# ---- block 1 ----
==> config.mk <==
export PLATFORM = sky130hd
export DESIGN_NAME = stepper_seq_ctrl
export DESIGN_NICKNAME = d
export VERILOG_FILES = /design/src/rtl/stepper_pkg.sv /design/src/rtl/step_rate_gen.sv /design/src/rtl/stepper_seq_ctrl.sv
export SDC_FILE = /design/constraint.sdc
export NUM_CORES = 1
export LEC_CHECK = 0
export CAP_MARGIN = 10
export CORE_MARGIN = 4
export CORE_UTILIZATION = 45
export CTS_CLUSTER_DIAMETER = 100
export DETAILED_ROUTE_END_ITERATION = 10
export HOLD_SLACK_MARGIN = 0.02
export PLACE_DENSITY = 0.71
export SLEW_MARGIN = 25
export SYNTH_ARGS = -nofsm -noshare
export SYNTH_HDL_FRONTEND = slang
export SYNTH_SLANG_ARGS = --single-unit
export TNS_END_PERCENT = 1
==> constraint.sdc <==
create_clock -name clk -period 2.8 [get_ports clk]
set_clock_uncertainty 0.05 [all_clocks]
set_input_delay 0.42 -clock clk [delete_from_list [all_inputs] [get_ports clk]]
set_output_delay 0.42 -clock clk [all_outputs]
set_load 0.1 [all_outputs]
==> src/rtl/stepper_pkg.sv <==
// Shared definitions for the stepper sequencer.
//   MODE_*       : encodings of the 2-bit step mode input
//   state_e      : sequencer FSM states
//   COIL_TABLE   : 8-entry half-step coil pattern table, entry i = COIL_TABLE[i]
//   next_index() : phase index advance, including parity realignment after a mode change
package stepper_pkg;

    localparam logic [1:0] MODE_WAVE = 2'b00;
    localparam logic [1:0] MODE_FULL = 2'b01;
    localparam logic [1:0] MODE_HALF = 2'b10;

    typedef enum logic [1:0] {
        StIdle = 2'd0,
        StRun  = 2'd1,
        StMove = 2'd2
    } state_e;

    // Packed so that COIL_TABLE[i] is the pattern for phase index i (last literal = index 0).
    localparam logic [7:0][3:0] COIL_TABLE = {
        4'b1001, 4'b1000, 4'b1100, 4'b0100,
        4'b0110, 4'b0010, 4'b0011, 4'b0001
    };

    // Wave lives on even indices, full (two-coil) on odd ones. A single odd-sized
    // step realigns the index when it sits on the wrong parity for the current mode.
    function automatic logic [2:0] next_index(input logic [2:0] idx,
                                              input logic       dir,
                                              input logic [1:0] mode);
        logic [2:0] inc;
        if (mode == MODE_WAVE) begin
            inc = idx[0] ? 3'd1 : 3'd2;
        end else if (mode == MODE_FULL) begin
            inc = idx[0] ? 3'd2 : 3'd1;
        end else begin
            inc = 3'd1;
        end
        return dir ? (idx + inc) : (idx - inc);
    endfunction

endpackage

==> src/rtl/step_rate_gen.sv <==
// Step-rate divider with minimum-period clamp.
//   clk, rst_n : clock, asynchronous active-low reset
//   clr_i      : hold the divider at zero and suppress ticks
//   period_i   : requested clk cycles per step (clamped up to MIN_PERIOD)
//   tick_o     : combinational, high in the cycle the divider reaches eff_period-1
module step_rate_gen #(
    parameter int unsigned DIV_W      = 20,
    parameter int unsigned MIN_PERIOD = 1000
) (
    input  logic             clk,
    input  logic             rst_n,
    input  logic             clr_i,
    input  logic [DIV_W-1:0] period_i,
    output logic             tick_o
);

    localparam logic [DIV_W-1:0] MinPeriod = DIV_W'(MIN_PERIOD);

    logic [DIV_W-1:0] cnt_q, cnt_d;
    logic [DIV_W-1:0] eff_period;
    logic [DIV_W-1:0] eff_last;

    always_comb begin
        eff_period = (period_i < MinPeriod) ? MinPeriod : period_i;
        // Guard a zero period (only reachable with MIN_PERIOD = 0): step every cycle.
        eff_last   = (eff_period == '0) ? '0 : (eff_period - DIV_W'(1));
        // Compare with >= so a live period reduction below the count fires at once.
        tick_o     = !clr_i && (cnt_q >= eff_last);
        cnt_d      = (clr_i || tick_o) ? '0 : (cnt_q + DIV_W'(1));
    end

    always_ff @(posedge clk or negedge rst_n) begin
        if (!rst_n) begin
            cnt_q <= '0;
        end else begin
            cnt_q <= cnt_d;
        end
    end

endmodule

==> src/rtl/stepper_seq_ctrl.sv <==
// Unipolar 4-coil stepper sequencer: continuous run, counted moves, abort,
// wave/full/half stepping, coil hold and a signed position counter.
//   clk, rst_n     : system clock, asynchronous active-low reset
//   enable_i       : continuous run while high (ignored during a move)
//   start_i        : pulse, start a move of step_count_i steps (priority over enable_i)
//   abort_i        : pulse, terminate a counted move without done
//   step_count_i   : move length, sampled on start_i
//   dir_i, mode_i  : direction and step mode, sampled at each step
//   period_i       : clk cycles per step, clamped to MIN_PERIOD
//   hold_i         : keep last coil pattern while idle
//   coils_o        : coil drive, bit 0 = in1
//   step_tick_o    : pulse coincident with each coil update
//   busy_o         : high during a counted move
//   done_o         : pulse at the end of a counted move
//   position_o     : signed net step count
module stepper_seq_ctrl
    import stepper_pkg::*;
#(
    parameter int unsigned DIV_W      = 20,
    parameter int unsigned CNT_W      = 16,
    parameter int unsigned POS_W      = 24,
    parameter int unsigned MIN_PERIOD = 1000
) (
    input  logic             clk,
    input  logic             rst_n,
    input  logic             enable_i,
    input  logic             start_i,
    input  logic             abort_i,
    input  logic [CNT_W-1:0] step_count_i,
    input  logic             dir_i,
    input  logic [1:0]       mode_i,
    input  logic [DIV_W-1:0] period_i,
    input  logic             hold_i,
    output logic [3:0]       coils_o,
    output logic             step_tick_o,
    output logic             busy_o,
    output logic             done_o,
    output logic [POS_W-1:0] position_o
);

    state_e           state_q, state_d;
    logic [CNT_W-1:0] rem_q, rem_d;
    logic [2:0]       idx_q, idx_d;
    logic [POS_W-1:0] pos_q, pos_d;
    logic [3:0]       coils_q, coils_d;
    logic             tick_q, tick_d;
    logic             busy_q, busy_d;
    logic             done_q, done_d;

    logic rate_tick;
    logic step_fire;

    // Divider only counts while active, so it is already zero on entry to RUN/MOVE.
    step_rate_gen #(
        .DIV_W      (DIV_W),
        .MIN_PERIOD (MIN_PERIOD)
    ) u_rate (
        .clk      (clk),
        .rst_n    (rst_n),
        .clr_i    (state_q == StIdle),
        .period_i (period_i),
        .tick_o   (rate_tick)
    );

    // State register
    always_ff @(posedge clk or negedge rst_n) begin
        if (!rst_n) begin
            state_q <= StIdle;
            rem_q   <= '0;
            idx_q   <= '0;
            pos_q   <= '0;
            coils_q <= '0;
            tick_q  <= 1'b0;
            busy_q  <= 1'b0;
            done_q  <= 1'b0;
        end else begin
            state_q <= state_d;
            rem_q   <= rem_d;
            idx_q   <= idx_d;
            pos_q   <= pos_d;
            coils_q <= coils_d;
            tick_q  <= tick_d;
            busy_q  <= busy_d;
            done_q  <= done_d;
        end
    end

    // Next-state logic
    always_comb begin
        state_d   = state_q;
        rem_d     = rem_q;
        done_d    = 1'b0;
        step_fire = 1'b0;
        unique case (state_q)
            StIdle: begin
                if (start_i) begin
                    if (step_count_i == '0) begin
                        done_d = 1'b1;
                    end else begin
                        state_d = StMove;
                        rem_d   = step_count_i;
                    end
                end else if (enable_i) begin
                    state_d = StRun;
                end
            end
            StRun: begin
                if (!enable_i) begin
                    state_d = StIdle;
                end else begin
                    step_fire = rate_tick;
                end
            end
            StMove: begin
                if (abort_i) begin
                    // Abort wins over a step due in the same cycle.
                    state_d = StIdle;
                    rem_d   = '0;
                end else if (rate_tick) begin
                    step_fire = 1'b1;
                    rem_d     = rem_q - CNT_W'(1);
                    if (rem_q == CNT_W'(1)) begin
                        state_d = StIdle;
                        done_d  = 1'b1;
                    end
                end
            end
            default: begin
                state_d = StIdle;
            end
        endcase
    end

    // Output / datapath next values
    always_comb begin
        idx_d   = idx_q;
        pos_d   = pos_q;
        coils_d = coils_q;
        tick_d  = step_fire;
        busy_d  = (state_d == StMove);
        if (step_fire) begin
            idx_d   = next_index(idx_q, dir_i, mode_i);
            pos_d   = dir_i ? (pos_q + POS_W'(1)) : (pos_q - POS_W'(1));
            coils_d = COIL_TABLE[idx_d];
        end else if ((state_d == StIdle) && !hold_i) begin
            coils_d = '0;
        end
    end

    assign coils_o     = coils_q;
    assign step_tick_o = tick_q;
    assign busy_o      = busy_q;
    assign done_o      = done_q;
    assign position_o  = pos_q;

endmodule

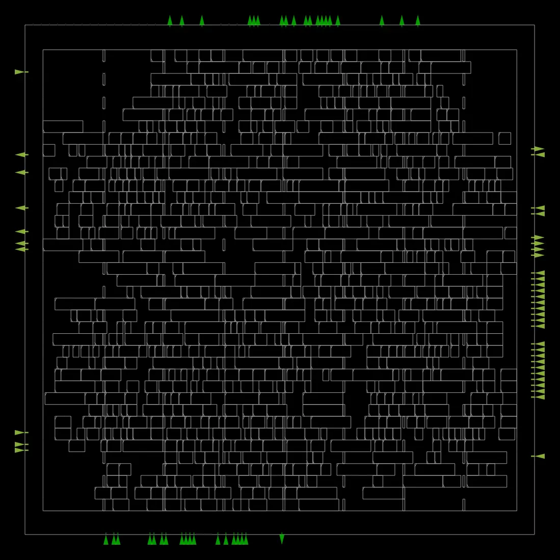
**Above:** block 1 (cell outlines without signal wires).
Finished Layout Cells: 949
Layout fillers: 977
sequential cell area share: 24.1%
Std-Cell Rows: 39
number of tapcells: 143

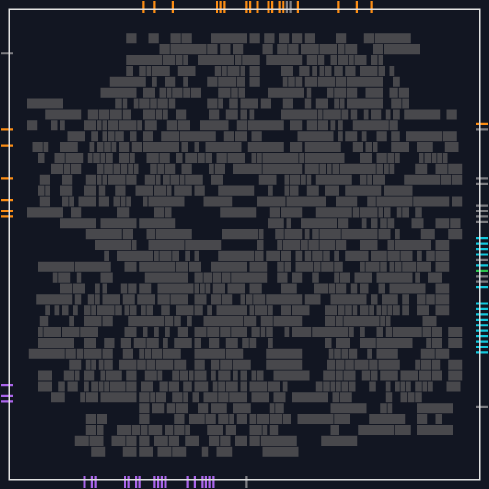
**Above:** block 1 (pin placement).
Scale: 4 px per um. Pins as bars across the die edge, other pins in gray.
[step_count_i] cyan | pins: 16 | direction: input | edge: right
[period_i] purple | pins: 20 | direction: input | edge: 17 bottom, 3 left
[position_o] orange | pins: 24 | direction: output | edge: 17 top, 6 left, 1 right
[start_i] green | pins: 1 | direction: input | edge: right
number of buffers inserted by port buffering: 75
x dimension of the die: 117 um
y dimension of the die: 117 um

==> flow_metrics.env <==
# physical design summary
export IMPL_run_status="finished, violations left"
export IMPL_violated_checks="negative setup slack"
export IMPL_area_delta_synth_final_pct=39.2
export IMPL_sum_neg_setup_slack_ns=-103.05
export IMPL_rsz0062_at_grt="true"
export IMPL_power_leader="combinational cells"
export IMPL_cell_area_after_layout_um2=7470
export IMPL_ant_nets=0
export IMPL_internal_power_mw=2.56
export IMPL_pwr_group_clock_mw=1.12
export IMPL_sequentialPower_mw=1.37
export IMPL_ff_type="dfrtp_1"
export IMPL_most_frequent_logic_cells_in_the_routed_design="buf_4 (115), dfrtp_1 (72), nand2_1 (71), nor2_1 (61), ha_1 (50)"
export IMPL_gp_congestion=0.890
export IMPL_worst_case_headroom_to_the_max_slew_limit_pct=53.6
export IMPL_period_used_pct=156
export IMPL_multi_input_comb_area_um2=3610
export IMPL_most_frequently_used_cell_type_in_the_post_synthesis_netlist="nand2_1"
export IMPL_final_critical_path_setup_slack_ns=-1.57
export IMPL_regToRegEndpoint="coils_o[1]"
export IMPL_floorplan_nets=736
export IMPL_combined_buffer_and_inverter_count_along_the_critical_path=8
export IMPL_finalSetupViolCount=72
export IMPL_worst_path_most_repeated_cell="buf_4"
export IMPL_cts_made_buffers=9
export IMPL_critical_path_peak_fanout=7
export IMPL_power_net_switching_mw=1.55
export IMPL_cts_hold_repair_buffers=0
export IMPL_drt_iter0_drc=334
export IMPL_clock_sinks=72
export IMPL_synth_area_mux_share_pct=0.583
export IMPL_cts_resized_gates=67
## sequential cells by signal, indices dropped and copies added, names as in the netlist
signal,flops
busy_o,1
coils_o,4
done_o,1
idx_q,3
position_o,24
rem_q,16
state_q,2
step_tick_o,1
u_rate.cnt_q,20
## layer usage
layer  GRT usage (%)  part of all wire (%)  vias up
li1                -                     -     2629
met1            27.6                    45     2524
met2            37.3                    49      115
met3            3.55                   4.0       25
met4            8.10                   2.1        0
met5               0                     0        -

# ---- block 2 ----
**Block 2: close-up of the layout**

Region (146, 113) to (186, 153) um. Cells in gray, sequential cells in the stronger gray; small squares are vias.
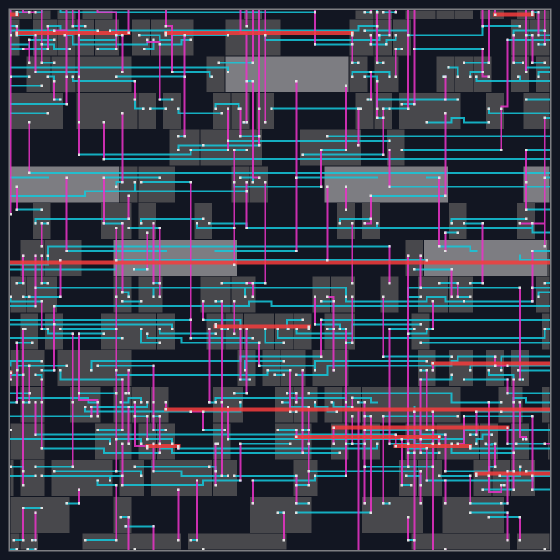
**Block 2: met2 routing**

Scale: 1 px per um. Cells faint in the background.
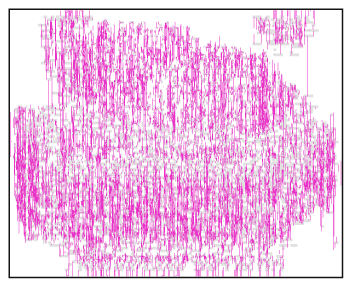
File: src/rtl/acc_requant_if.sv
// Stream bundle for acc_requant: accumulator beats with per-beat requant config in,
// saturated activations out, both with valid/ready handshakes.
interface acc_requant_if #(
    parameter int ACC_W   = 32,
    parameter int OUT_W   = 8,
    parameter int MULT_W  = 16,
    parameter int SHIFT_W = 5
) ();
    logic               in_valid;
    logic               in_ready;
    logic [ACC_W-1:0]   in_acc;
    logic [ACC_W-1:0]   in_bias;
    logic [MULT_W-1:0]  in_mult;
    logic [SHIFT_W-1:0] in_shift;
    logic               in_relu;
    logic               out_valid;
    logic               out_ready;
    logic [OUT_W-1:0]   out_data;
    logic               out_sat;

    modport master (
        output in_valid, in_acc, in_bias, in_mult, in_shift, in_relu, out_ready,
        input  in_ready, out_valid, out_data, out_sat
    );

    modport slave (
        input  in_valid, in_acc, in_bias, in_mult, in_shift, in_relu, out_ready,
        output in_ready, out_valid, out_data, out_sat
    );
endinterface

File: src/rtl/acc_requant.sv
// Requantisation stage: bias add, integer multiply, rounding right-shift, optional ReLU and
// saturation to OUT_W bits, in a 3-stage valid/ready pipeline that stalls as a whole.
module acc_requant #(
    parameter int ACC_W   = 32,
    parameter int OUT_W   = 8,
    parameter int MULT_W  = 16,
    parameter int SHIFT_W = 5,
    parameter int CNT_W   = 16
) (
    input  logic             clk,
    input  logic             rst_n,
    acc_requant_if.slave     bus,
    input  logic             clr_cnt,
    output logic [CNT_W-1:0] sat_count
);
    localparam int SUM_W  = ACC_W + 1;
    localparam int PROD_W = ACC_W + MULT_W + 2;
    localparam logic signed [PROD_W-1:0] HI_LIM = PROD_W'(2 ** (OUT_W - 1) - 1);
    localparam logic signed [PROD_W-1:0] LO_LIM = -HI_LIM - 1;

    logic                      ready_reg;
    logic                      advance;
    logic                      in_ready_w;
    logic                      accept;

    logic                      s1_valid_reg;
    logic signed [SUM_W-1:0]   s1_sum_reg;
    logic [MULT_W-1:0]         s1_mult_reg;
    logic [SHIFT_W-1:0]        s1_shift_reg;
    logic                      s1_relu_reg;

    logic                      s2_valid_reg;
    logic signed [PROD_W-1:0]  s2_prod_reg;
    logic [SHIFT_W-1:0]        s2_shift_reg;
    logic                      s2_relu_reg;

    logic                      out_valid_reg;
    logic [OUT_W-1:0]          out_data_reg;
    logic                      out_sat_reg;
    logic [CNT_W-1:0]          sat_count_reg;

    logic signed [PROD_W-1:0]  sum_ext;
    logic signed [PROD_W-1:0]  mult_ext;
    logic signed [PROD_W-1:0]  half;
    logic signed [PROD_W-1:0]  rounded;
    logic [OUT_W-1:0]          data_next;
    logic                      sat_next;

    // in_ready is held low for the first cycle after reset release, then follows the stall state.
    assign advance    = ~out_valid_reg | bus.out_ready;
    assign in_ready_w = ready_reg & advance;
    assign accept     = bus.in_valid & in_ready_w;

    assign bus.in_ready  = in_ready_w;
    assign bus.out_valid = out_valid_reg;
    assign bus.out_data  = out_data_reg;
    assign bus.out_sat   = out_sat_reg;
    assign sat_count     = sat_count_reg;

    always_ff @(posedge clk or negedge rst_n) begin
        if (!rst_n) ready_reg <= 1'b0;
        else        ready_reg <= 1'b1;
    end

    always_ff @(posedge clk or negedge rst_n) begin
        if (!rst_n) begin
            s1_valid_reg <= 1'b0;
            s1_sum_reg   <= '0;
            s1_mult_reg  <= '0;
            s1_shift_reg <= '0;
            s1_relu_reg  <= 1'b0;
        end else if (advance) begin
            s1_valid_reg <= accept;
            if (accept) begin
                s1_sum_reg   <= $signed({bus.in_acc[ACC_W-1], bus.in_acc})
                              + $signed({bus.in_bias[ACC_W-1], bus.in_bias});
                s1_mult_reg  <= bus.in_mult;
                s1_shift_reg <= bus.in_shift;
                s1_relu_reg  <= bus.in_relu;
            end
        end
    end

    assign sum_ext  = PROD_W'(s1_sum_reg);
    assign mult_ext = $signed(PROD_W'(s1_mult_reg));

    always_ff @(posedge clk or negedge rst_n) begin
        if (!rst_n) begin
            s2_valid_reg <= 1'b0;
            s2_prod_reg  <= '0;
            s2_shift_reg <= '0;
            s2_relu_reg  <= 1'b0;
        end else if (advance) begin
            s2_valid_reg <= s1_valid_reg;
            s2_prod_reg  <= sum_ext * mult_ext;
            s2_shift_reg <= s1_shift_reg;
            s2_relu_reg  <= s1_relu_reg;
        end
    end

    // Adding half an LSB before the arithmetic shift rounds ties toward +inf.
    assign half    = (s2_shift_reg == '0) ? '0 : $signed(PROD_W'(1) << (s2_shift_reg - 1'b1));
    assign rounded = (s2_prod_reg + half) >>> s2_shift_reg;

    always_comb begin
        data_next = rounded[OUT_W-1:0];
        sat_next  = 1'b0;
        if (s2_relu_reg && (rounded < 0)) begin
            data_next = '0;
        end else if (rounded > HI_LIM) begin
            data_next = {1'b0, {(OUT_W-1){1'b1}}};
            sat_next  = 1'b1;
        end else if (rounded < LO_LIM) begin
            data_next = {1'b1, {(OUT_W-1){1'b0}}};
            sat_next  = 1'b1;
        end
    end

    always_ff @(posedge clk or negedge rst_n) begin
        if (!rst_n) begin
            out_valid_reg <= 1'b0;
            out_data_reg  <= '0;
            out_sat_reg   <= 1'b0;
        end else if (advance) begin
            out_valid_reg <= s2_valid_reg;
            out_data_reg  <= data_next;
            out_sat_reg   <= sat_next;
        end
    end

    always_ff @(posedge clk or negedge rst_n) begin
        if (!rst_n) begin
            sat_count_reg <= '0;
        end else if (clr_cnt) begin
            sat_count_reg <= '0;
        end else if (out_valid_reg && bus.out_ready && out_sat_reg && !(&sat_count_reg)) begin
            sat_count_reg <= sat_count_reg + 1'b1;
        end
    end
endmodule

File: src/flat_wrapper.sv
// flat-port wrapper written by rule: the top's interface ports become plain ports
module acc_requant_flat 
#(
    parameter int ACC_W   = 32,
    parameter int OUT_W   = 8,
    parameter int MULT_W  = 16,
    parameter int SHIFT_W = 5,
    parameter int CNT_W   = 16
)
  (clk, rst_n, clr_cnt, sat_count, bus_in_valid, bus_in_acc, bus_in_bias, bus_in_mult, bus_in_shift, bus_in_relu, bus_out_ready, bus_in_ready, bus_out_valid, bus_out_data, bus_out_sat);
  acc_requant_if #(.ACC_W(ACC_W), .OUT_W(OUT_W), .MULT_W(MULT_W), .SHIFT_W(SHIFT_W)) bus_i ();
  input  logic clk;
  input  logic rst_n;
  input  logic clr_cnt;
  output logic [CNT_W-1:0] sat_count;
  input wire logic [$bits(bus_i.in_valid)-1:0] bus_in_valid;
  input wire logic [$bits(bus_i.in_acc)-1:0] bus_in_acc;
  input wire logic [$bits(bus_i.in_bias)-1:0] bus_in_bias;
  input wire logic [$bits(bus_i.in_mult)-1:0] bus_in_mult;
  input wire logic [$bits(bus_i.in_shift)-1:0] bus_in_shift;
  input wire logic [$bits(bus_i.in_relu)-1:0] bus_in_relu;
  input wire logic [$bits(bus_i.out_ready)-1:0] bus_out_ready;
  output wire logic [$bits(bus_i.in_ready)-1:0] bus_in_ready;
  output wire logic [$bits(bus_i.out_valid)-1:0] bus_out_valid;
  output wire logic [$bits(bus_i.out_data)-1:0] bus_out_data;
  output wire logic [$bits(bus_i.out_sat)-1:0] bus_out_sat;
  assign bus_i.in_valid = bus_in_valid;
  assign bus_i.in_acc = bus_in_acc;
  assign bus_i.in_bias = bus_in_bias;
  assign bus_i.in_mult = bus_in_mult;
  assign bus_i.in_shift = bus_in_shift;
  assign bus_i.in_relu = bus_in_relu;
  assign bus_i.out_ready = bus_out_ready;
  assign bus_in_ready = bus_i.in_ready;
  assign bus_out_valid = bus_i.out_valid;
  assign bus_out_data = bus_i.out_data;
  assign bus_out_sat = bus_i.out_sat;
  acc_requant #(.ACC_W(ACC_W), .OUT_W(OUT_W), .MULT_W(MULT_W), .SHIFT_W(SHIFT_W), .CNT_W(CNT_W)) u_core (.clk(clk), .rst_n(rst_n), .bus(bus_i), .clr_cnt(clr_cnt), .sat_count(sat_count));
endmodule
File: config.mk
export PLATFORM = sky130hd
export DESIGN_NAME = acc_requant_flat
export DESIGN_NICKNAME = d
export VERILOG_FILES = /design/src/rtl/acc_requant_if.sv /design/src/rtl/acc_requant.sv /design/src/flat_wrapper.sv
export SDC_FILE = /design/constraint.sdc
export NUM_CORES = 2
export LEC_CHECK = 0
export ABC_AREA = 1
export CORE_ASPECT_RATIO = 0.8
export CORE_MARGIN = 3
export CORE_UTILIZATION = 40
export DETAILED_ROUTE_END_ITERATION = 6
export SLEW_MARGIN = 20
export SYNTH_ARGS = -nofsm -noshare
export SYNTH_HDL_FRONTEND = slang
export SYNTH_SLANG_ARGS = --single-unit
File: constraint.sdc
create_clock -name clk -period 6.5 [get_ports clk]
set_input_delay 0.65 -clock clk [delete_from_list [all_inputs] [get_ports clk]]
set_output_delay 0.65 -clock clk [all_outputs]
set_load 0.02 [all_outputs]
==> flow_metrics.env <==
# physical design summary
export IMPL_layout_clock_cell_area_share_pct=1.61
export IMPL_globalRouteMet3Util_pct=4.01
export IMPL_max_cap_violations=0
export IMPL_clock_sinks=140
export IMPL_post_route_drc_count=0
export IMPL_grt_start_max_net_pins=80
export IMPL_floorplan_die_area_um2=88500
export IMPL_fp_utilization_pct=40.9
export IMPL_io_buffers=117
export IMPL_multi_input_gate_share_of_the_layout_cell_area_pct=67.5
export IMPL_nonClockBufferCount=297
export IMPL_layout_top_cell_excl_fill_tap="nand2_1"
export IMPL_crit_path_max_incr_delay_ns=0.58
export IMPL_logic_gates=3571
export IMPL_regToRegEndpoint="u_core.s2_prod_reg[47]"
export IMPL_seq_cell_count=140
export IMPL_worst_case_headroom_to_the_max_slew_limit_pct=38.7
export IMPL_postSynthRegisterBits=140
export IMPL_worstSetupPathDepth=25
export IMPL_grt_use_total_pct=24.3
export IMPL_antenna_cells_inserted=2
export IMPL_skew_ns=0.0193
export IMPL_worst_ep_arrival_time_ns=6.58
export IMPL_largest_register_ffs=50
export IMPL_synthCells=5024
export IMPL_rsz0062_at_grt="true"
export IMPL_clock_transition_at_the_register_clock_pins_on_the_worst_setup_and_hold_paths_after_cts_ns=0.08
export IMPL_count_of_warnings_emitted_by_yosys=0
export IMPL_dominant_kind_of_cell="multi-input combinational cells"
export IMPL_run_status="finished, final reports clean"
Notes on 'close-up of the layout' of block 2 above:
[met1] cyan
[met2] magenta
[met3] red
netlist names of flops here include: u_core.s2_prod_reg (5)
most frequent: nand2_1 (36), inv_1 (22), a21oi_1 (15)
cells with their middle in the window: 131
sequential cells in the window: 5

Notes on 'met2 routing' of block 2 above:
main direction: vertical
share of all routed wire: 43%
nets with wire on the layer: 4826
met2 usage: 37.0%
total via count in the routed design: 31382

repair_timing:
action	CTS	global route
hold buffers	0	0
endpoints found under the hold margin	0	0
cloned	0	2
resized	3	75
buffers inserted	0	10
pin swaps	0	26
setup endpoints to repair	3	22
cells by family after synthesis:
| family | share of synthesized area, % |
|---|---|
| other cells | 0.0221 |
| simple gates | 31.1 |
| fa+ha+maj | 36.5 |
| buf+inv | 14.7 |
| compound gates | 5.54 |
| xor+xnor | 1.78 |
| flops | 10.3 |

# ---- block 3 ----
**Block 3: met2 routing**

Scale: 3 px per um. Cells faint in the background.
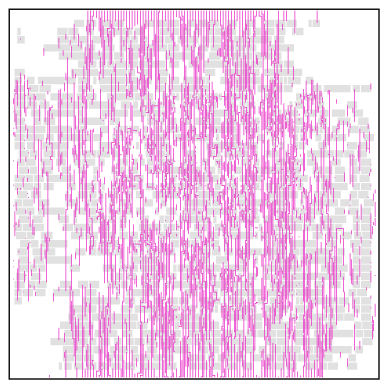
**Block 3: pin placement**

Scale: 4 px per um. Pins as bars across the die edge, other pins in gray.
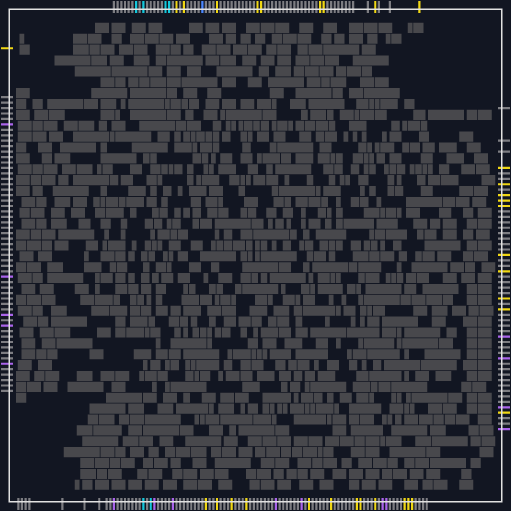
**config.mk**
```make
export PLATFORM = sky130hd
export DESIGN_NAME = instr_fetch
export DESIGN_NICKNAME = d
export VERILOG_FILES = /design/src/rtl/cpu_pkg.sv /design/src/rtl/pc_next.sv /design/src/rtl/instr_fetch.sv
export SDC_FILE = /design/constraint.sdc
export NUM_CORES = 1
export LEC_CHECK = 0
export ABC_CLOCK_PERIOD_IN_PS = 5100
export CORE_UTILIZATION = 44
export DETAILED_ROUTE_END_ITERATION = 12
export GPL_TIMING_DRIVEN = 0
export PLACE_DENSITY = 0.83
export SLEW_MARGIN = 40
export SYNTH_ARGS = -nofsm -noshare
export SYNTH_HDL_FRONTEND = slang
export SYNTH_SLANG_ARGS = --single-unit
```
**constraint.sdc**
```tcl
create_clock -name clk -period 5.1 [get_ports clk]
set_clock_uncertainty 0.15 [all_clocks]
set_input_delay 0.51 -clock clk [delete_from_list [all_inputs] [get_ports clk]]
set_output_delay 0.51 -clock clk [all_outputs]
set_load 0.03 [all_outputs]
```
**src/rtl/cpu_pkg.sv**
```systemverilog
// cpu_pkg: shared definitions for the instruction-fetch slice.
//   - pc_src encodings selecting the next-PC source
//   - FSM state type and state constants for instr_fetch
//   - bit positions of the instruction-register fields
package cpu_pkg;

    // Next-PC source select
    localparam logic [1:0] PC_SEQ = 2'b00;
    localparam logic [1:0] PC_BR  = 2'b01;
    localparam logic [1:0] PC_J   = 2'b10;
    localparam logic [1:0] PC_JR  = 2'b11;

    // Fetch FSM state type and encodings
    typedef logic [1:0] fetch_state_t;
    localparam fetch_state_t ST_IDLE  = 2'd0;
    localparam fetch_state_t ST_FETCH = 2'd1;
    localparam fetch_state_t ST_HOLD  = 2'd2;

    // Instruction-register field positions (MSB/LSB)
    localparam int OPC_MSB   = 31;
    localparam int OPC_LSB   = 26;
    localparam int RS_MSB    = 25;
    localparam int RS_LSB    = 21;
    localparam int RT_MSB    = 20;
    localparam int RT_LSB    = 16;
    localparam int RD_MSB    = 15;
    localparam int RD_LSB    = 11;
    localparam int SHAMT_MSB = 10;
    localparam int SHAMT_LSB = 6;
    localparam int FUNCT_MSB = 5;
    localparam int FUNCT_LSB = 0;
    localparam int IMM_MSB   = 15;
    localparam int IMM_LSB   = 0;
    localparam int JT_MSB    = 25;
    localparam int JT_LSB    = 0;

endpackage : cpu_pkg

```
**src/rtl/pc_next.sv**
```systemverilog
// pc_next: combinational next-PC calculation.
// Ports:
//   pc         in  [31:0] current instruction address
//   pc_src     in  [1:0]  source select (seq / branch / jump / register)
//   branch_off in  [31:0] sign-extended word offset
//   jtarget    in  [25:0] jump target word index
//   jr_addr    in  [31:0] register-indirect target
//   npc        out [31:0] next PC (all arithmetic modulo 2^32)
module pc_next
    import cpu_pkg::*;
(
    input  logic [31:0] pc,
    input  logic [1:0]  pc_src,
    input  logic [31:0] branch_off,
    input  logic [25:0] jtarget,
    input  logic [31:0] jr_addr,
    output logic [31:0] npc
);

    logic [31:0] pc_plus4_s;
    logic [31:0] br_target_s;

    assign pc_plus4_s  = pc + 32'd4;
    // Word offset becomes a byte offset; bits shifted out of 31 are discarded.
    assign br_target_s = pc_plus4_s + (branch_off << 2);

    // Select the next PC by source
    always_comb begin
        npc = pc_plus4_s;
        case (pc_src)
            PC_SEQ:  npc = pc_plus4_s;
            PC_BR:   npc = br_target_s;
            PC_J:    npc = {pc_plus4_s[31:28], jtarget, 2'b00};
            // Register targets are forced word-aligned.
            PC_JR:   npc = jr_addr & 32'hFFFF_FFFC;
            default: npc = pc_plus4_s;
        endcase
    end

endmodule : pc_next

```
**src/rtl/instr_fetch.sv**
```systemverilog
// instr_fetch: instruction fetch unit with a single instruction register.
// FSM: IDLE (one cycle after reset) -> FETCH (request until imem_ready)
//      -> HOLD (IR valid until instr_ready) -> FETCH ...
// Ports:
//   clk, rst_n                 clock, asynchronous active-low reset
//   imem_req / imem_addr       read request and word address (== pc)
//   imem_ready / imem_rdata    read data valid and data
//   instr_valid / instr_ready  IR handshake with the consumer
//   pc_src, branch_off, jr_addr next-PC controls, sampled when IR consumed
//   pc, instr                  address and contents of the IR
//   opcode .. jtarget          decoded IR bit fields
module instr_fetch
    import cpu_pkg::*;
#(
    parameter logic [31:0] RESET_PC = 32'h0000_0000
) (
    input  logic        clk,
    input  logic        rst_n,
    output logic        imem_req,
    output logic [31:0] imem_addr,
    input  logic        imem_ready,
    input  logic [31:0] imem_rdata,
    output logic        instr_valid,
    input  logic        instr_ready,
    input  logic [1:0]  pc_src,
    input  logic [31:0] branch_off,
    input  logic [31:0] jr_addr,
    output logic [31:0] pc,
    output logic [31:0] instr,
    output logic [5:0]  opcode,
    output logic [4:0]  rs,
    output logic [4:0]  rt,
    output logic [4:0]  rd,
    output logic [4:0]  shamt,
    output logic [5:0]  funct,
    output logic [15:0] imm16,
    output logic [25:0] jtarget
);

    fetch_state_t state_q, state_d;
    logic [31:0]  pc_q, pc_d;
    logic [31:0]  ir_q, ir_d;
    logic         req_q, req_d;
    logic         valid_q, valid_d;
    logic [31:0]  npc_s;

    pc_next u_pc_next (
        .pc         (pc_q),
        .pc_src     (pc_src),
        .branch_off (branch_off),
        .jtarget    (ir_q[JT_MSB:JT_LSB]),
        .jr_addr    (jr_addr),
        .npc        (npc_s)
    );

    // Next-state, PC and IR update logic
    always_comb begin
        state_d = state_q;
        pc_d    = pc_q;
        ir_d    = ir_q;
        case (state_q)
            ST_IDLE: begin
                state_d = ST_FETCH;
            end
            ST_FETCH: begin
                if (imem_ready) begin
                    ir_d    = imem_rdata;
                    state_d = ST_HOLD;
                end else begin
                    state_d = ST_FETCH;
                end
            end
            ST_HOLD: begin
                if (instr_ready) begin
                    pc_d    = npc_s;
                    state_d = ST_FETCH;
                end else begin
                    state_d = ST_HOLD;
                end
            end
            default: begin
                state_d = ST_IDLE;
            end
        endcase
        // Handshake outputs are registered from the upcoming state so they
        // line up exactly with the state they describe.
        req_d   = (state_d == ST_FETCH);
        valid_d = (state_d == ST_HOLD);
    end

    // State, PC, IR and handshake registers
    always_ff @(posedge clk or negedge rst_n) begin
        if (!rst_n) begin
            state_q <= ST_IDLE;
            pc_q    <= RESET_PC;
            ir_q    <= 32'h0000_0000;
            req_q   <= 1'b0;
            valid_q <= 1'b0;
        end else begin
            state_q <= state_d;
            pc_q    <= pc_d;
            ir_q    <= ir_d;
            req_q   <= req_d;
            valid_q <= valid_d;
        end
    end

    assign imem_req    = req_q;
    assign imem_addr   = pc_q;
    assign instr_valid = valid_q;
    assign pc          = pc_q;
    assign instr       = ir_q;

    assign opcode  = ir_q[OPC_MSB:OPC_LSB];
    assign rs      = ir_q[RS_MSB:RS_LSB];
    assign rt      = ir_q[RT_MSB:RT_LSB];
    assign rd      = ir_q[RD_MSB:RD_LSB];
    assign shamt   = ir_q[SHAMT_MSB:SHAMT_LSB];
    assign funct   = ir_q[FUNCT_MSB:FUNCT_LSB];
    assign imm16   = ir_q[IMM_MSB:IMM_LSB];
    assign jtarget = ir_q[JT_MSB:JT_LSB];

endmodule : instr_fetch

```
==> flow_metrics.env <==
# physical design summary
export IMPL_run_status="finished, final reports clean"
export IMPL_post_layout_total_power_mw=7.09
export IMPL_timing_setup_critical_path_class="reg -> reg"
export IMPL_layout_clock_cell_area_share_pct=2.75
export IMPL_min_period_ns=4.52
export IMPL_core_region_um2=14000
export IMPL_cp_top_family="AND-OR/OR-AND gates"
export IMPL_drive_gt1_share_pct=19.1
export IMPL_cts_made_buffers=9
export IMPL_final_nonclk_buf_share_pct=37.8
export IMPL_startpoint_type="register"
export IMPL_postSynthRegisterBits=66
export IMPL_pwr_group_clock_mw=0.575
export IMPL_vdd_drop_max_mv=0.460
export IMPL_final_critical_path_setup_slack_ns=0.576
export IMPL_yosys_cells=731
export IMPL_yosys_top_cells_area="dfrtp_1 (26%), buf_4 (13%), ha_1 (6.6%), mux2_2 (5.8%), nand2_1 (4.0%)"
export IMPL_cp_required_ns=5.16
export IMPL_critical_path_endpoint_type="register"
export IMPL_crit_path_top_delay_cell="o31ai_1"
export IMPL_crit_path_max_incr_delay_ns=0.45
export IMPL_cts_resized_gates=0
export IMPL_synth_area_mux_share_pct=10.9
export IMPL_edff_count_synth=0
export IMPL_nonClockBufferCount=407
export IMPL_achievable_frequency_mhz=221
export IMPL_power_clock_fraction_pct=8.1
export IMPL_synthCells=731
export IMPL_place_ws_ns=0.732
export IMPL_synth_chip_area_um2=6420
export IMPL_clock_tree_buffer_depth=2
export IMPL_period_used_pct=88.7
export IMPL_sum_neg_setup_slack_ns=0
export IMPL_insertion_delay_ns=0.34
export IMPL_synthAoiAreaFrac_pct=17.6
export IMPL_n_all_inverters=16
export IMPL_ys_seq_share_pct=25.7
export IMPL_floorplan_die_area_um2=15100
export IMPL_rr_worst_depth=16
export IMPL_cellPowerDensity_nw_per_um2=738
export IMPL_grt_start_max_net_pins=37
export IMPL_io_pins=274
export IMPL_most_frequently_used_cell_type_in_the_post_synthesis_netlist="buf_4"
export IMPL_endpoint="imem_addr[28]"
Notes on 'met2 routing' of block 3 above:
longest straight run: 50.7 um
share of all routed wire: 47%
wire length on this layer: 10400 um
total via count in the routed design: 6616
met2 usage: 48.5%
Final Routed Wirelength: 22.3 mm

Notes on 'pin placement' of block 3 above:
[imm16] purple | pins: 16 | direction: output | edge: 7 bottom, 5 left, 4 right
[imem_addr] yellow | pins: 32 | direction: output | edge: 12 bottom, 10 right, 9 top, 1 left
[opcode] cyan | pins: 6 | direction: output | edge: 4 top, 2 bottom
[instr_ready] blue | pins: 1 | direction: input | edge: top
number of buffers inserted by port buffering: 265
x dimension of the die: 123 um
y dimension of the die: 123 um

## flip-flops by register name, summed over array words and instances (netlist names)
signal,count
instr,32
imem_req,1
imem_addr,30
instr_valid,1
state_q,2
## layer usage
| metal | up-vias | wire length (um) | part of all wire [%] | track usage (%) |
|---|---|---|---|---|
| li1 | 3087 | - | - | - |
| met1 | 3104 | 9040 | 41 | 39.1 |
| met2 | 379 | 10400 | 47 | 48.5 |
| met3 | 46 | 2260 | 10 | 6.78 |
| met4 | 0 | 572 | 2.6 | 9.76 |
| met5 | - | 0 | 0 | 0 |

# ---- block 4 ----
**Block 4: close-up of the layout**

Region (117, 118) to (157, 158) um. Cells in gray, sequential cells in the stronger gray; small squares are vias.
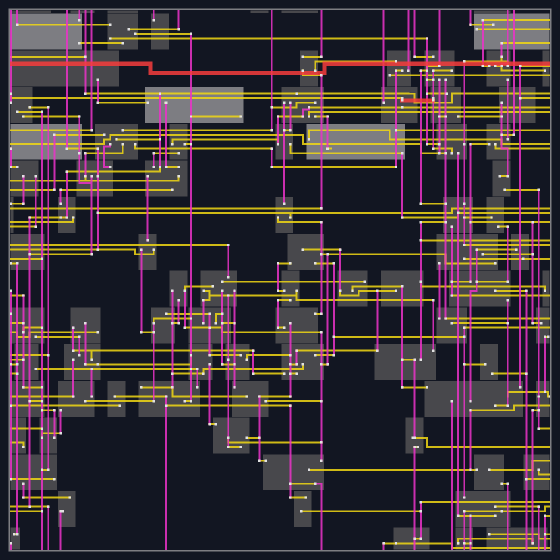
**Block 4: pin placement**

Scale: 1.5 px per um. Pins as bars across the die edge, other pins in gray.
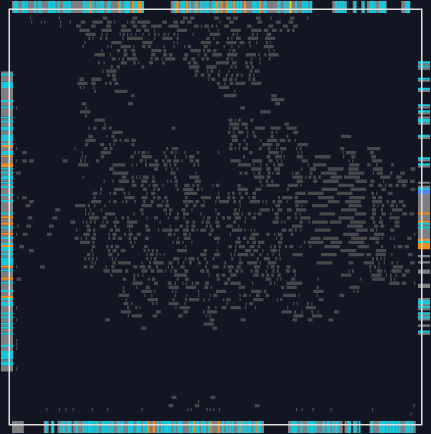
### src/rtl/nap_axi_burst_reader_if.sv
// nap_axi_burst_reader_if: AXI4 read-address and read-data channels between burst reader and NAP.
interface nap_axi_burst_reader_if #(
  parameter int ADDR_WIDTH = 42,
  parameter int DATA_WIDTH = 256,
  parameter int ID_WIDTH   = 8
);
  logic                  arvalid;
  logic                  arready;
  logic [ADDR_WIDTH-1:0] araddr;
  logic [7:0]            arlen;
  logic [2:0]            arsize;
  logic [1:0]            arburst;
  logic [ID_WIDTH-1:0]   arid;
  logic [3:0]            arqos;
  logic                  rvalid;
  logic                  rready;
  logic [DATA_WIDTH-1:0] rdata;
  logic [1:0]            rresp;
  logic                  rlast;
  logic [ID_WIDTH-1:0]   rid;
  modport master (
    output arvalid, araddr, arlen, arsize, arburst, arid, arqos, rready,
    input  arready, rvalid, rdata, rresp, rlast, rid
  );
  modport slave (
    input  arvalid, araddr, arlen, arsize, arburst, arid, arqos, rready,
    output arready, rvalid, rdata, rresp, rlast, rid
  );
endinterface

### src/rtl/nap_axi_burst_reader.sv
// nap_axi_burst_reader: splits a read command into 4KB-safe INCR bursts and streams the returned beats.
// Define NAP_AXI_BURST_READER_PERF_EN to enable the o_cycles busy-cycle counter.
module nap_axi_burst_reader #(
  parameter int ADDR_WIDTH      = 42,
  parameter int DATA_WIDTH      = 256,
  parameter int ID_WIDTH        = 8,
  parameter int MAX_BURST       = 16,
  parameter int MAX_OUTSTANDING = 4
) (
  input  logic                  i_clk,
  input  logic                  i_reset,
  input  logic                  i_start,
  input  logic [ADDR_WIDTH-1:0] i_base_addr,
  input  logic [15:0]           i_num_beats,
  output logic                  o_busy,
  output logic                  o_done,
  output logic                  o_error,
  output logic [31:0]           o_cycles,
  nap_axi_burst_reader_if.master axi,
  output logic                  o_data_valid,
  input  logic                  i_data_ready,
  output logic [DATA_WIDTH-1:0] o_data
);
  localparam int BB = DATA_WIDTH / 8;
  localparam int SZ = $clog2(BB);
  localparam int PW = MAX_OUTSTANDING > 1 ? $clog2(MAX_OUTSTANDING) : 1;
  typedef enum logic [1:0] {IDLE, ISSUE, DRAIN, DONE} state_t;
  state_t                state;
  logic [ADDR_WIDTH-1:0] addr;
  logic [15:0]           remaining;
  logic [4:0]            outstanding, out_next;
  logic [7:0]            beat_idx;
  logic [7:0]            len_q [2**PW];
  logic [PW-1:0]         wr_ptr, rd_ptr;
  logic [16:0]           to_bound, len_a, len;
  logic                  ar_hs, r_hs, last_hs, issue_ok, r_err;
  assign axi.arsize    = 3'(SZ);
  assign axi.arburst   = 2'b01;
  assign axi.arid      = '0;
  assign axi.arqos     = '0;
  assign axi.rready    = i_data_ready & o_busy;
  assign o_data_valid  = axi.rvalid & o_busy;
  assign o_data        = axi.rdata;
  assign ar_hs    = axi.arvalid & axi.arready;
  assign r_hs     = axi.rvalid & axi.rready;
  assign last_hs  = r_hs & axi.rlast;
  assign out_next = outstanding + {4'd0, ar_hs} - {4'd0, last_hs};
  // beats left before the next 4KB page: (4096 - addr[11:0]) / BB
  assign to_bound = 17'((13'({1'b0, ~addr[11:0]}) + 13'd1) >> SZ);
  assign len_a    = {1'b0, remaining} < 17'(MAX_BURST) ? {1'b0, remaining} : 17'(MAX_BURST);
  assign len      = len_a < to_bound ? len_a : to_bound;
  // a new AR may be presented only when the channel is free next cycle and the cap allows it
  assign issue_ok = state == ISSUE && remaining != 0 && (!axi.arvalid || axi.arready)
                    && out_next < 5'(MAX_OUTSTANDING);
  assign r_err    = r_hs & ((axi.rresp != 2'b00) | (outstanding == 0)
                    | (axi.rlast != (beat_idx == len_q[rd_ptr])));
  always_ff @(posedge i_clk) begin
    if (i_reset) begin
      state       <= IDLE;
      addr        <= '0;
      remaining   <= '0;
      outstanding <= '0;
      beat_idx    <= '0;
      wr_ptr      <= '0;
      rd_ptr      <= '0;
      o_busy      <= 1'b0;
      o_done      <= 1'b0;
      o_error     <= 1'b0;
      axi.arvalid <= 1'b0;
      axi.araddr  <= '0;
      axi.arlen   <= '0;
    end else begin
      o_done      <= 1'b0;
      outstanding <= out_next;
      if (ar_hs) begin
        len_q[wr_ptr] <= axi.arlen;
        wr_ptr        <= wr_ptr + 1'b1;
      end
      if (r_hs) beat_idx <= axi.rlast ? 8'd0 : beat_idx + 8'd1;
      if (last_hs) rd_ptr <= rd_ptr + 1'b1;
      if (r_err) o_error <= 1'b1;
      if (issue_ok) begin
        axi.arvalid <= 1'b1;
        axi.araddr  <= addr;
        axi.arlen   <= 8'(len - 17'd1);
        addr        <= addr + (ADDR_WIDTH'(len) << SZ);
        remaining   <= remaining - 16'(len);
      end else if (ar_hs) begin
        axi.arvalid <= 1'b0;
      end
      case (state)
        IDLE: if (i_start) begin
          addr      <= i_base_addr;
          remaining <= i_num_beats;
          o_error   <= 1'b0;
          o_busy    <= i_num_beats != 16'd0;
          state     <= i_num_beats == 16'd0 ? DONE : ISSUE;
        end
        ISSUE: if (remaining == 0 && (!axi.arvalid || axi.arready)) state <= DRAIN;
        DRAIN: if (out_next == 0) begin
          o_busy <= 1'b0;
          state  <= DONE;
        end
        DONE: begin
          o_done <= 1'b1;
          state  <= IDLE;
        end
      endcase
    end
  end
`ifdef NAP_AXI_BURST_READER_PERF_EN
  always_ff @(posedge i_clk) begin
    if (i_reset) o_cycles <= '0;
    else if (state == IDLE && i_start) o_cycles <= '0;
    else if (o_busy && o_cycles != 32'hFFFF_FFFF) o_cycles <= o_cycles + 32'd1;
  end
`else
  assign o_cycles = '0;
`endif
endmodule

### src/flat_wrapper.sv
// flat-port wrapper written by rule: the top's interface ports become plain ports
module nap_axi_burst_reader_flat 
#(
  parameter int ADDR_WIDTH      = 42,
  parameter int DATA_WIDTH      = 256,
  parameter int ID_WIDTH        = 8,
  parameter int MAX_BURST       = 16,
  parameter int MAX_OUTSTANDING = 4
)
  (i_clk, i_reset, i_start, i_base_addr, i_num_beats, o_busy, o_done, o_error, o_cycles, o_data_valid, i_data_ready, o_data, axi_arvalid, axi_araddr, axi_arlen, axi_arsize, axi_arburst, axi_arid, axi_arqos, axi_rready, axi_arready, axi_rvalid, axi_rdata, axi_rresp, axi_rlast, axi_rid);
  nap_axi_burst_reader_if #(.ADDR_WIDTH(ADDR_WIDTH), .DATA_WIDTH(DATA_WIDTH), .ID_WIDTH(ID_WIDTH)) axi_i ();
  input  logic i_clk;
  input  logic i_reset;
  input  logic i_start;
  input  logic [ADDR_WIDTH-1:0] i_base_addr;
  input  logic [15:0] i_num_beats;
  output logic o_busy;
  output logic o_done;
  output logic o_error;
  output logic [31:0] o_cycles;
  output logic o_data_valid;
  input  logic i_data_ready;
  output logic [DATA_WIDTH-1:0] o_data;
  output wire logic [$bits(axi_i.arvalid)-1:0] axi_arvalid;
  output wire logic [$bits(axi_i.araddr)-1:0] axi_araddr;
  output wire logic [$bits(axi_i.arlen)-1:0] axi_arlen;
  output wire logic [$bits(axi_i.arsize)-1:0] axi_arsize;
  output wire logic [$bits(axi_i.arburst)-1:0] axi_arburst;
  output wire logic [$bits(axi_i.arid)-1:0] axi_arid;
  output wire logic [$bits(axi_i.arqos)-1:0] axi_arqos;
  output wire logic [$bits(axi_i.rready)-1:0] axi_rready;
  input wire logic [$bits(axi_i.arready)-1:0] axi_arready;
  input wire logic [$bits(axi_i.rvalid)-1:0] axi_rvalid;
  input wire logic [$bits(axi_i.rdata)-1:0] axi_rdata;
  input wire logic [$bits(axi_i.rresp)-1:0] axi_rresp;
  input wire logic [$bits(axi_i.rlast)-1:0] axi_rlast;
  input wire logic [$bits(axi_i.rid)-1:0] axi_rid;
  assign axi_arvalid = axi_i.arvalid;
  assign axi_araddr = axi_i.araddr;
  assign axi_arlen = axi_i.arlen;
  assign axi_arsize = axi_i.arsize;
  assign axi_arburst = axi_i.arburst;
  assign axi_arid = axi_i.arid;
  assign axi_arqos = axi_i.arqos;
  assign axi_rready = axi_i.rready;
  assign axi_i.arready = axi_arready;
  assign axi_i.rvalid = axi_rvalid;
  assign axi_i.rdata = axi_rdata;
  assign axi_i.rresp = axi_rresp;
  assign axi_i.rlast = axi_rlast;
  assign axi_i.rid = axi_rid;
  nap_axi_burst_reader #(.ADDR_WIDTH(ADDR_WIDTH), .DATA_WIDTH(DATA_WIDTH), .ID_WIDTH(ID_WIDTH), .MAX_BURST(MAX_BURST), .MAX_OUTSTANDING(MAX_OUTSTANDING)) u_core (.i_clk(i_clk), .i_reset(i_reset), .i_start(i_start), .i_base_addr(i_base_addr), .i_num_beats(i_num_beats), .o_busy(o_busy), .o_done(o_done), .o_error(o_error), .o_cycles(o_cycles), .axi(axi_i), .o_data_valid(o_data_valid), .i_data_ready(i_data_ready), .o_data(o_data));
endmodule
### config.mk
export PLATFORM = sky130hd
export DESIGN_NAME = nap_axi_burst_reader_flat
export DESIGN_NICKNAME = d
export VERILOG_FILES = /design/src/rtl/nap_axi_burst_reader_if.sv /design/src/rtl/nap_axi_burst_reader.sv /design/src/flat_wrapper.sv
export SDC_FILE = /design/constraint.sdc
export NUM_CORES = 1
export LEC_CHECK = 0
export ABC_CLOCK_PERIOD_IN_PS = 6240
export CAP_MARGIN = 20
export CELL_PAD_IN_SITES_DETAIL_PLACEMENT = 1
export CELL_PAD_IN_SITES_GLOBAL_PLACEMENT = 1
export CORE_AREA = 3 3 271 273
export CTS_CLUSTER_SIZE = 12
export DETAILED_ROUTE_END_ITERATION = 8
export DIE_AREA = 0 0 274 276
export PLACE_DENSITY = 0.51
export SLEW_MARGIN = 20
export SYNTH_ARGS = -nofsm -noshare
export SYNTH_HDL_FRONTEND = slang
export SYNTH_SLANG_ARGS = --single-unit
### constraint.sdc
create_clock -name i_clk -period 6.24 [get_ports i_clk]
set_input_delay 0.936 -clock i_clk [delete_from_list [all_inputs] [get_ports i_clk]]
set_output_delay 0.936 -clock i_clk [all_outputs]
set_load 0.01 [all_outputs]
==> flow_metrics.env <==
# physical design summary
export IMPL_core_region_um2=71400
export IMPL_power_clock_fraction_pct=19.6
export IMPL_regToRegEndpoint="u_core.addr[31]"
export IMPL_run_status="finished, final reports clean"
export IMPL_min_period_ns=5.98
export IMPL_ant_nets=0
export IMPL_final_critical_path_setup_slack_ns=0.262
export IMPL_internal_power_mw=3.22
export IMPL_cts_hold_repair_buffers=0
export IMPL_cts_resized_gates=0
export IMPL_grt_pass1_vias=9192
export IMPL_area_sequential_um2=3620
export IMPL_gp_congestion=0.783
export IMPL_startpoint_type="register"
export IMPL_topCombFamilyByArea="buffers and inverters"
export IMPL_yosys_cells=1377
export IMPL_post_layout_total_power_mw=5.92
export IMPL_multi_input_comb_area_um2=5450
export IMPL_routed_wl_mm=37.0
export IMPL_synthSimpleGateAreaFrac_pct=17.9
export IMPL_cell_area_after_layout_um2=12400
Notes on 'close-up of the layout' of block 4 above:
[met1] yellow
[met3] red
[met2] magenta
most frequent: inv_1 (10), ha_1 (9), nor2_1 (6)
cells with their middle in the window: 76
netlist names of flops here include: u_core.remaining (5)
sequential cells in the window: 5

Notes on 'pin placement' of block 4 above:
[axi_rready] yellow | pins: 1 | direction: output | edge: top
[i_base_addr] orange | pins: 42 | direction: input | edge: 17 top, 11 left, 8 bottom, 6 right
[axi_rresp] blue | pins: 2 | direction: input | edge: right
[o_data] cyan | pins: 256 | direction: output | edge: 95 bottom, 87 top, 53 left, 21 right
all pins by edge: 241 bottom, 231 top, 147 left, 73 right
y dimension of the die: 276 um
x dimension of the die: 274 um
number of buffers inserted by port buffering: 122

## routing by layer
metal	GRT usage [%]	up-vias	wire length, um
li1	-	4081	-
met3	3.58	81	2600
met5	0.578	-	34
met2	15.0	267	16600
met1	12.0	4244	16800
met4	4.23	4	944
## power groups by stage
stage / combinational, mW / clock, mW / sequential [mW]
3_3_place_gp: 3.15 / 0 / 1.58
3_5_place_dp: 3.21 / 0 / 1.60
4_1_cts: 3.23 / 1.22 / 1.57
6_report: 3.19 / 1.16 / 1.56
5_1_grt: 3.61 / 1.24 / 1.60
2_1_floorplan: 2.39 / 0 / 1.52


==> notes/layouts.md <==
Pictures saved along the way, in no particular order.

Routed metal, one color a layer.
picture 1
Scale: 1.5 px per um. Two of the layers only.
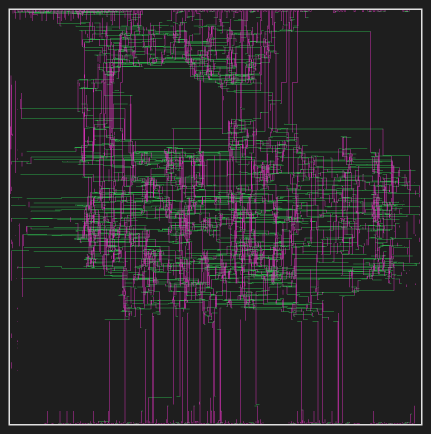
picture 2
Scale: 3 px per um. Two of the layers only.
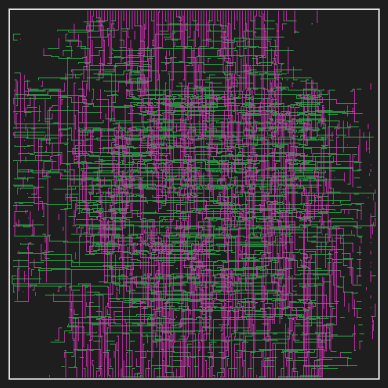
picture 3
Scale: 1 px per um. Two of the layers only.
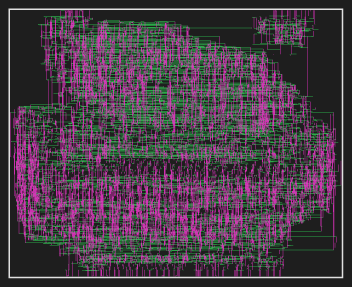
picture 4
Scale: 3 px per um. Two of the layers only.
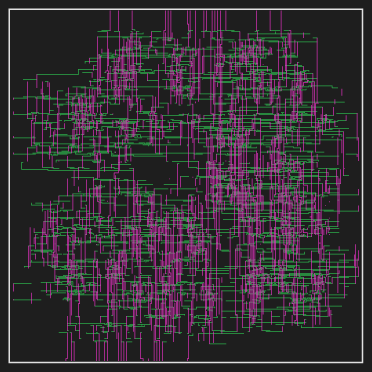
- picture 3 = block 2
- picture 2 = block 3
- picture 1 = block 4
- picture 4 = block 1


==> screenshots <==
Cell outlines without signal wires.
Plate I
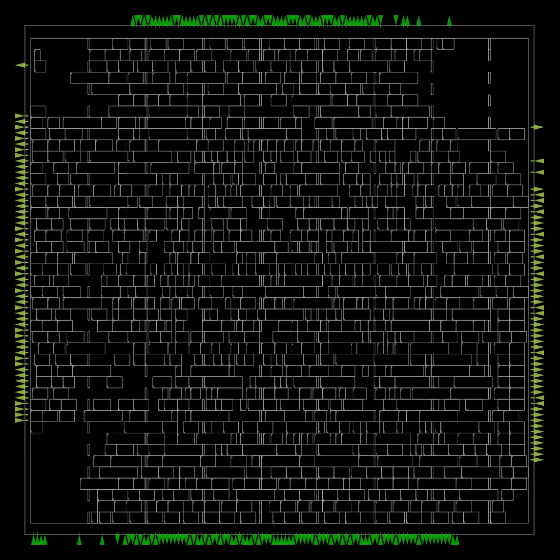
Plate II
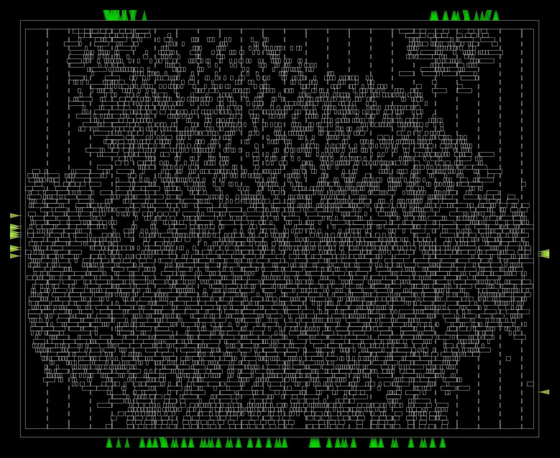
Plate III
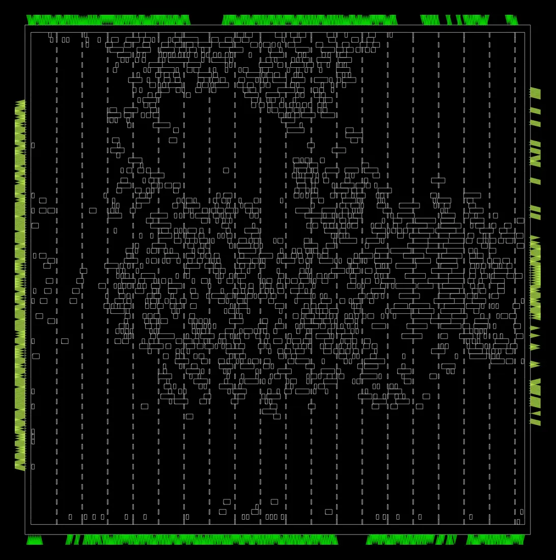
Block 4 is Plate III.
Block 3 is Plate I.
Block 2 is Plate II.
The one with the most cells is Plate II.

Power and IR drop assume default switching activity.
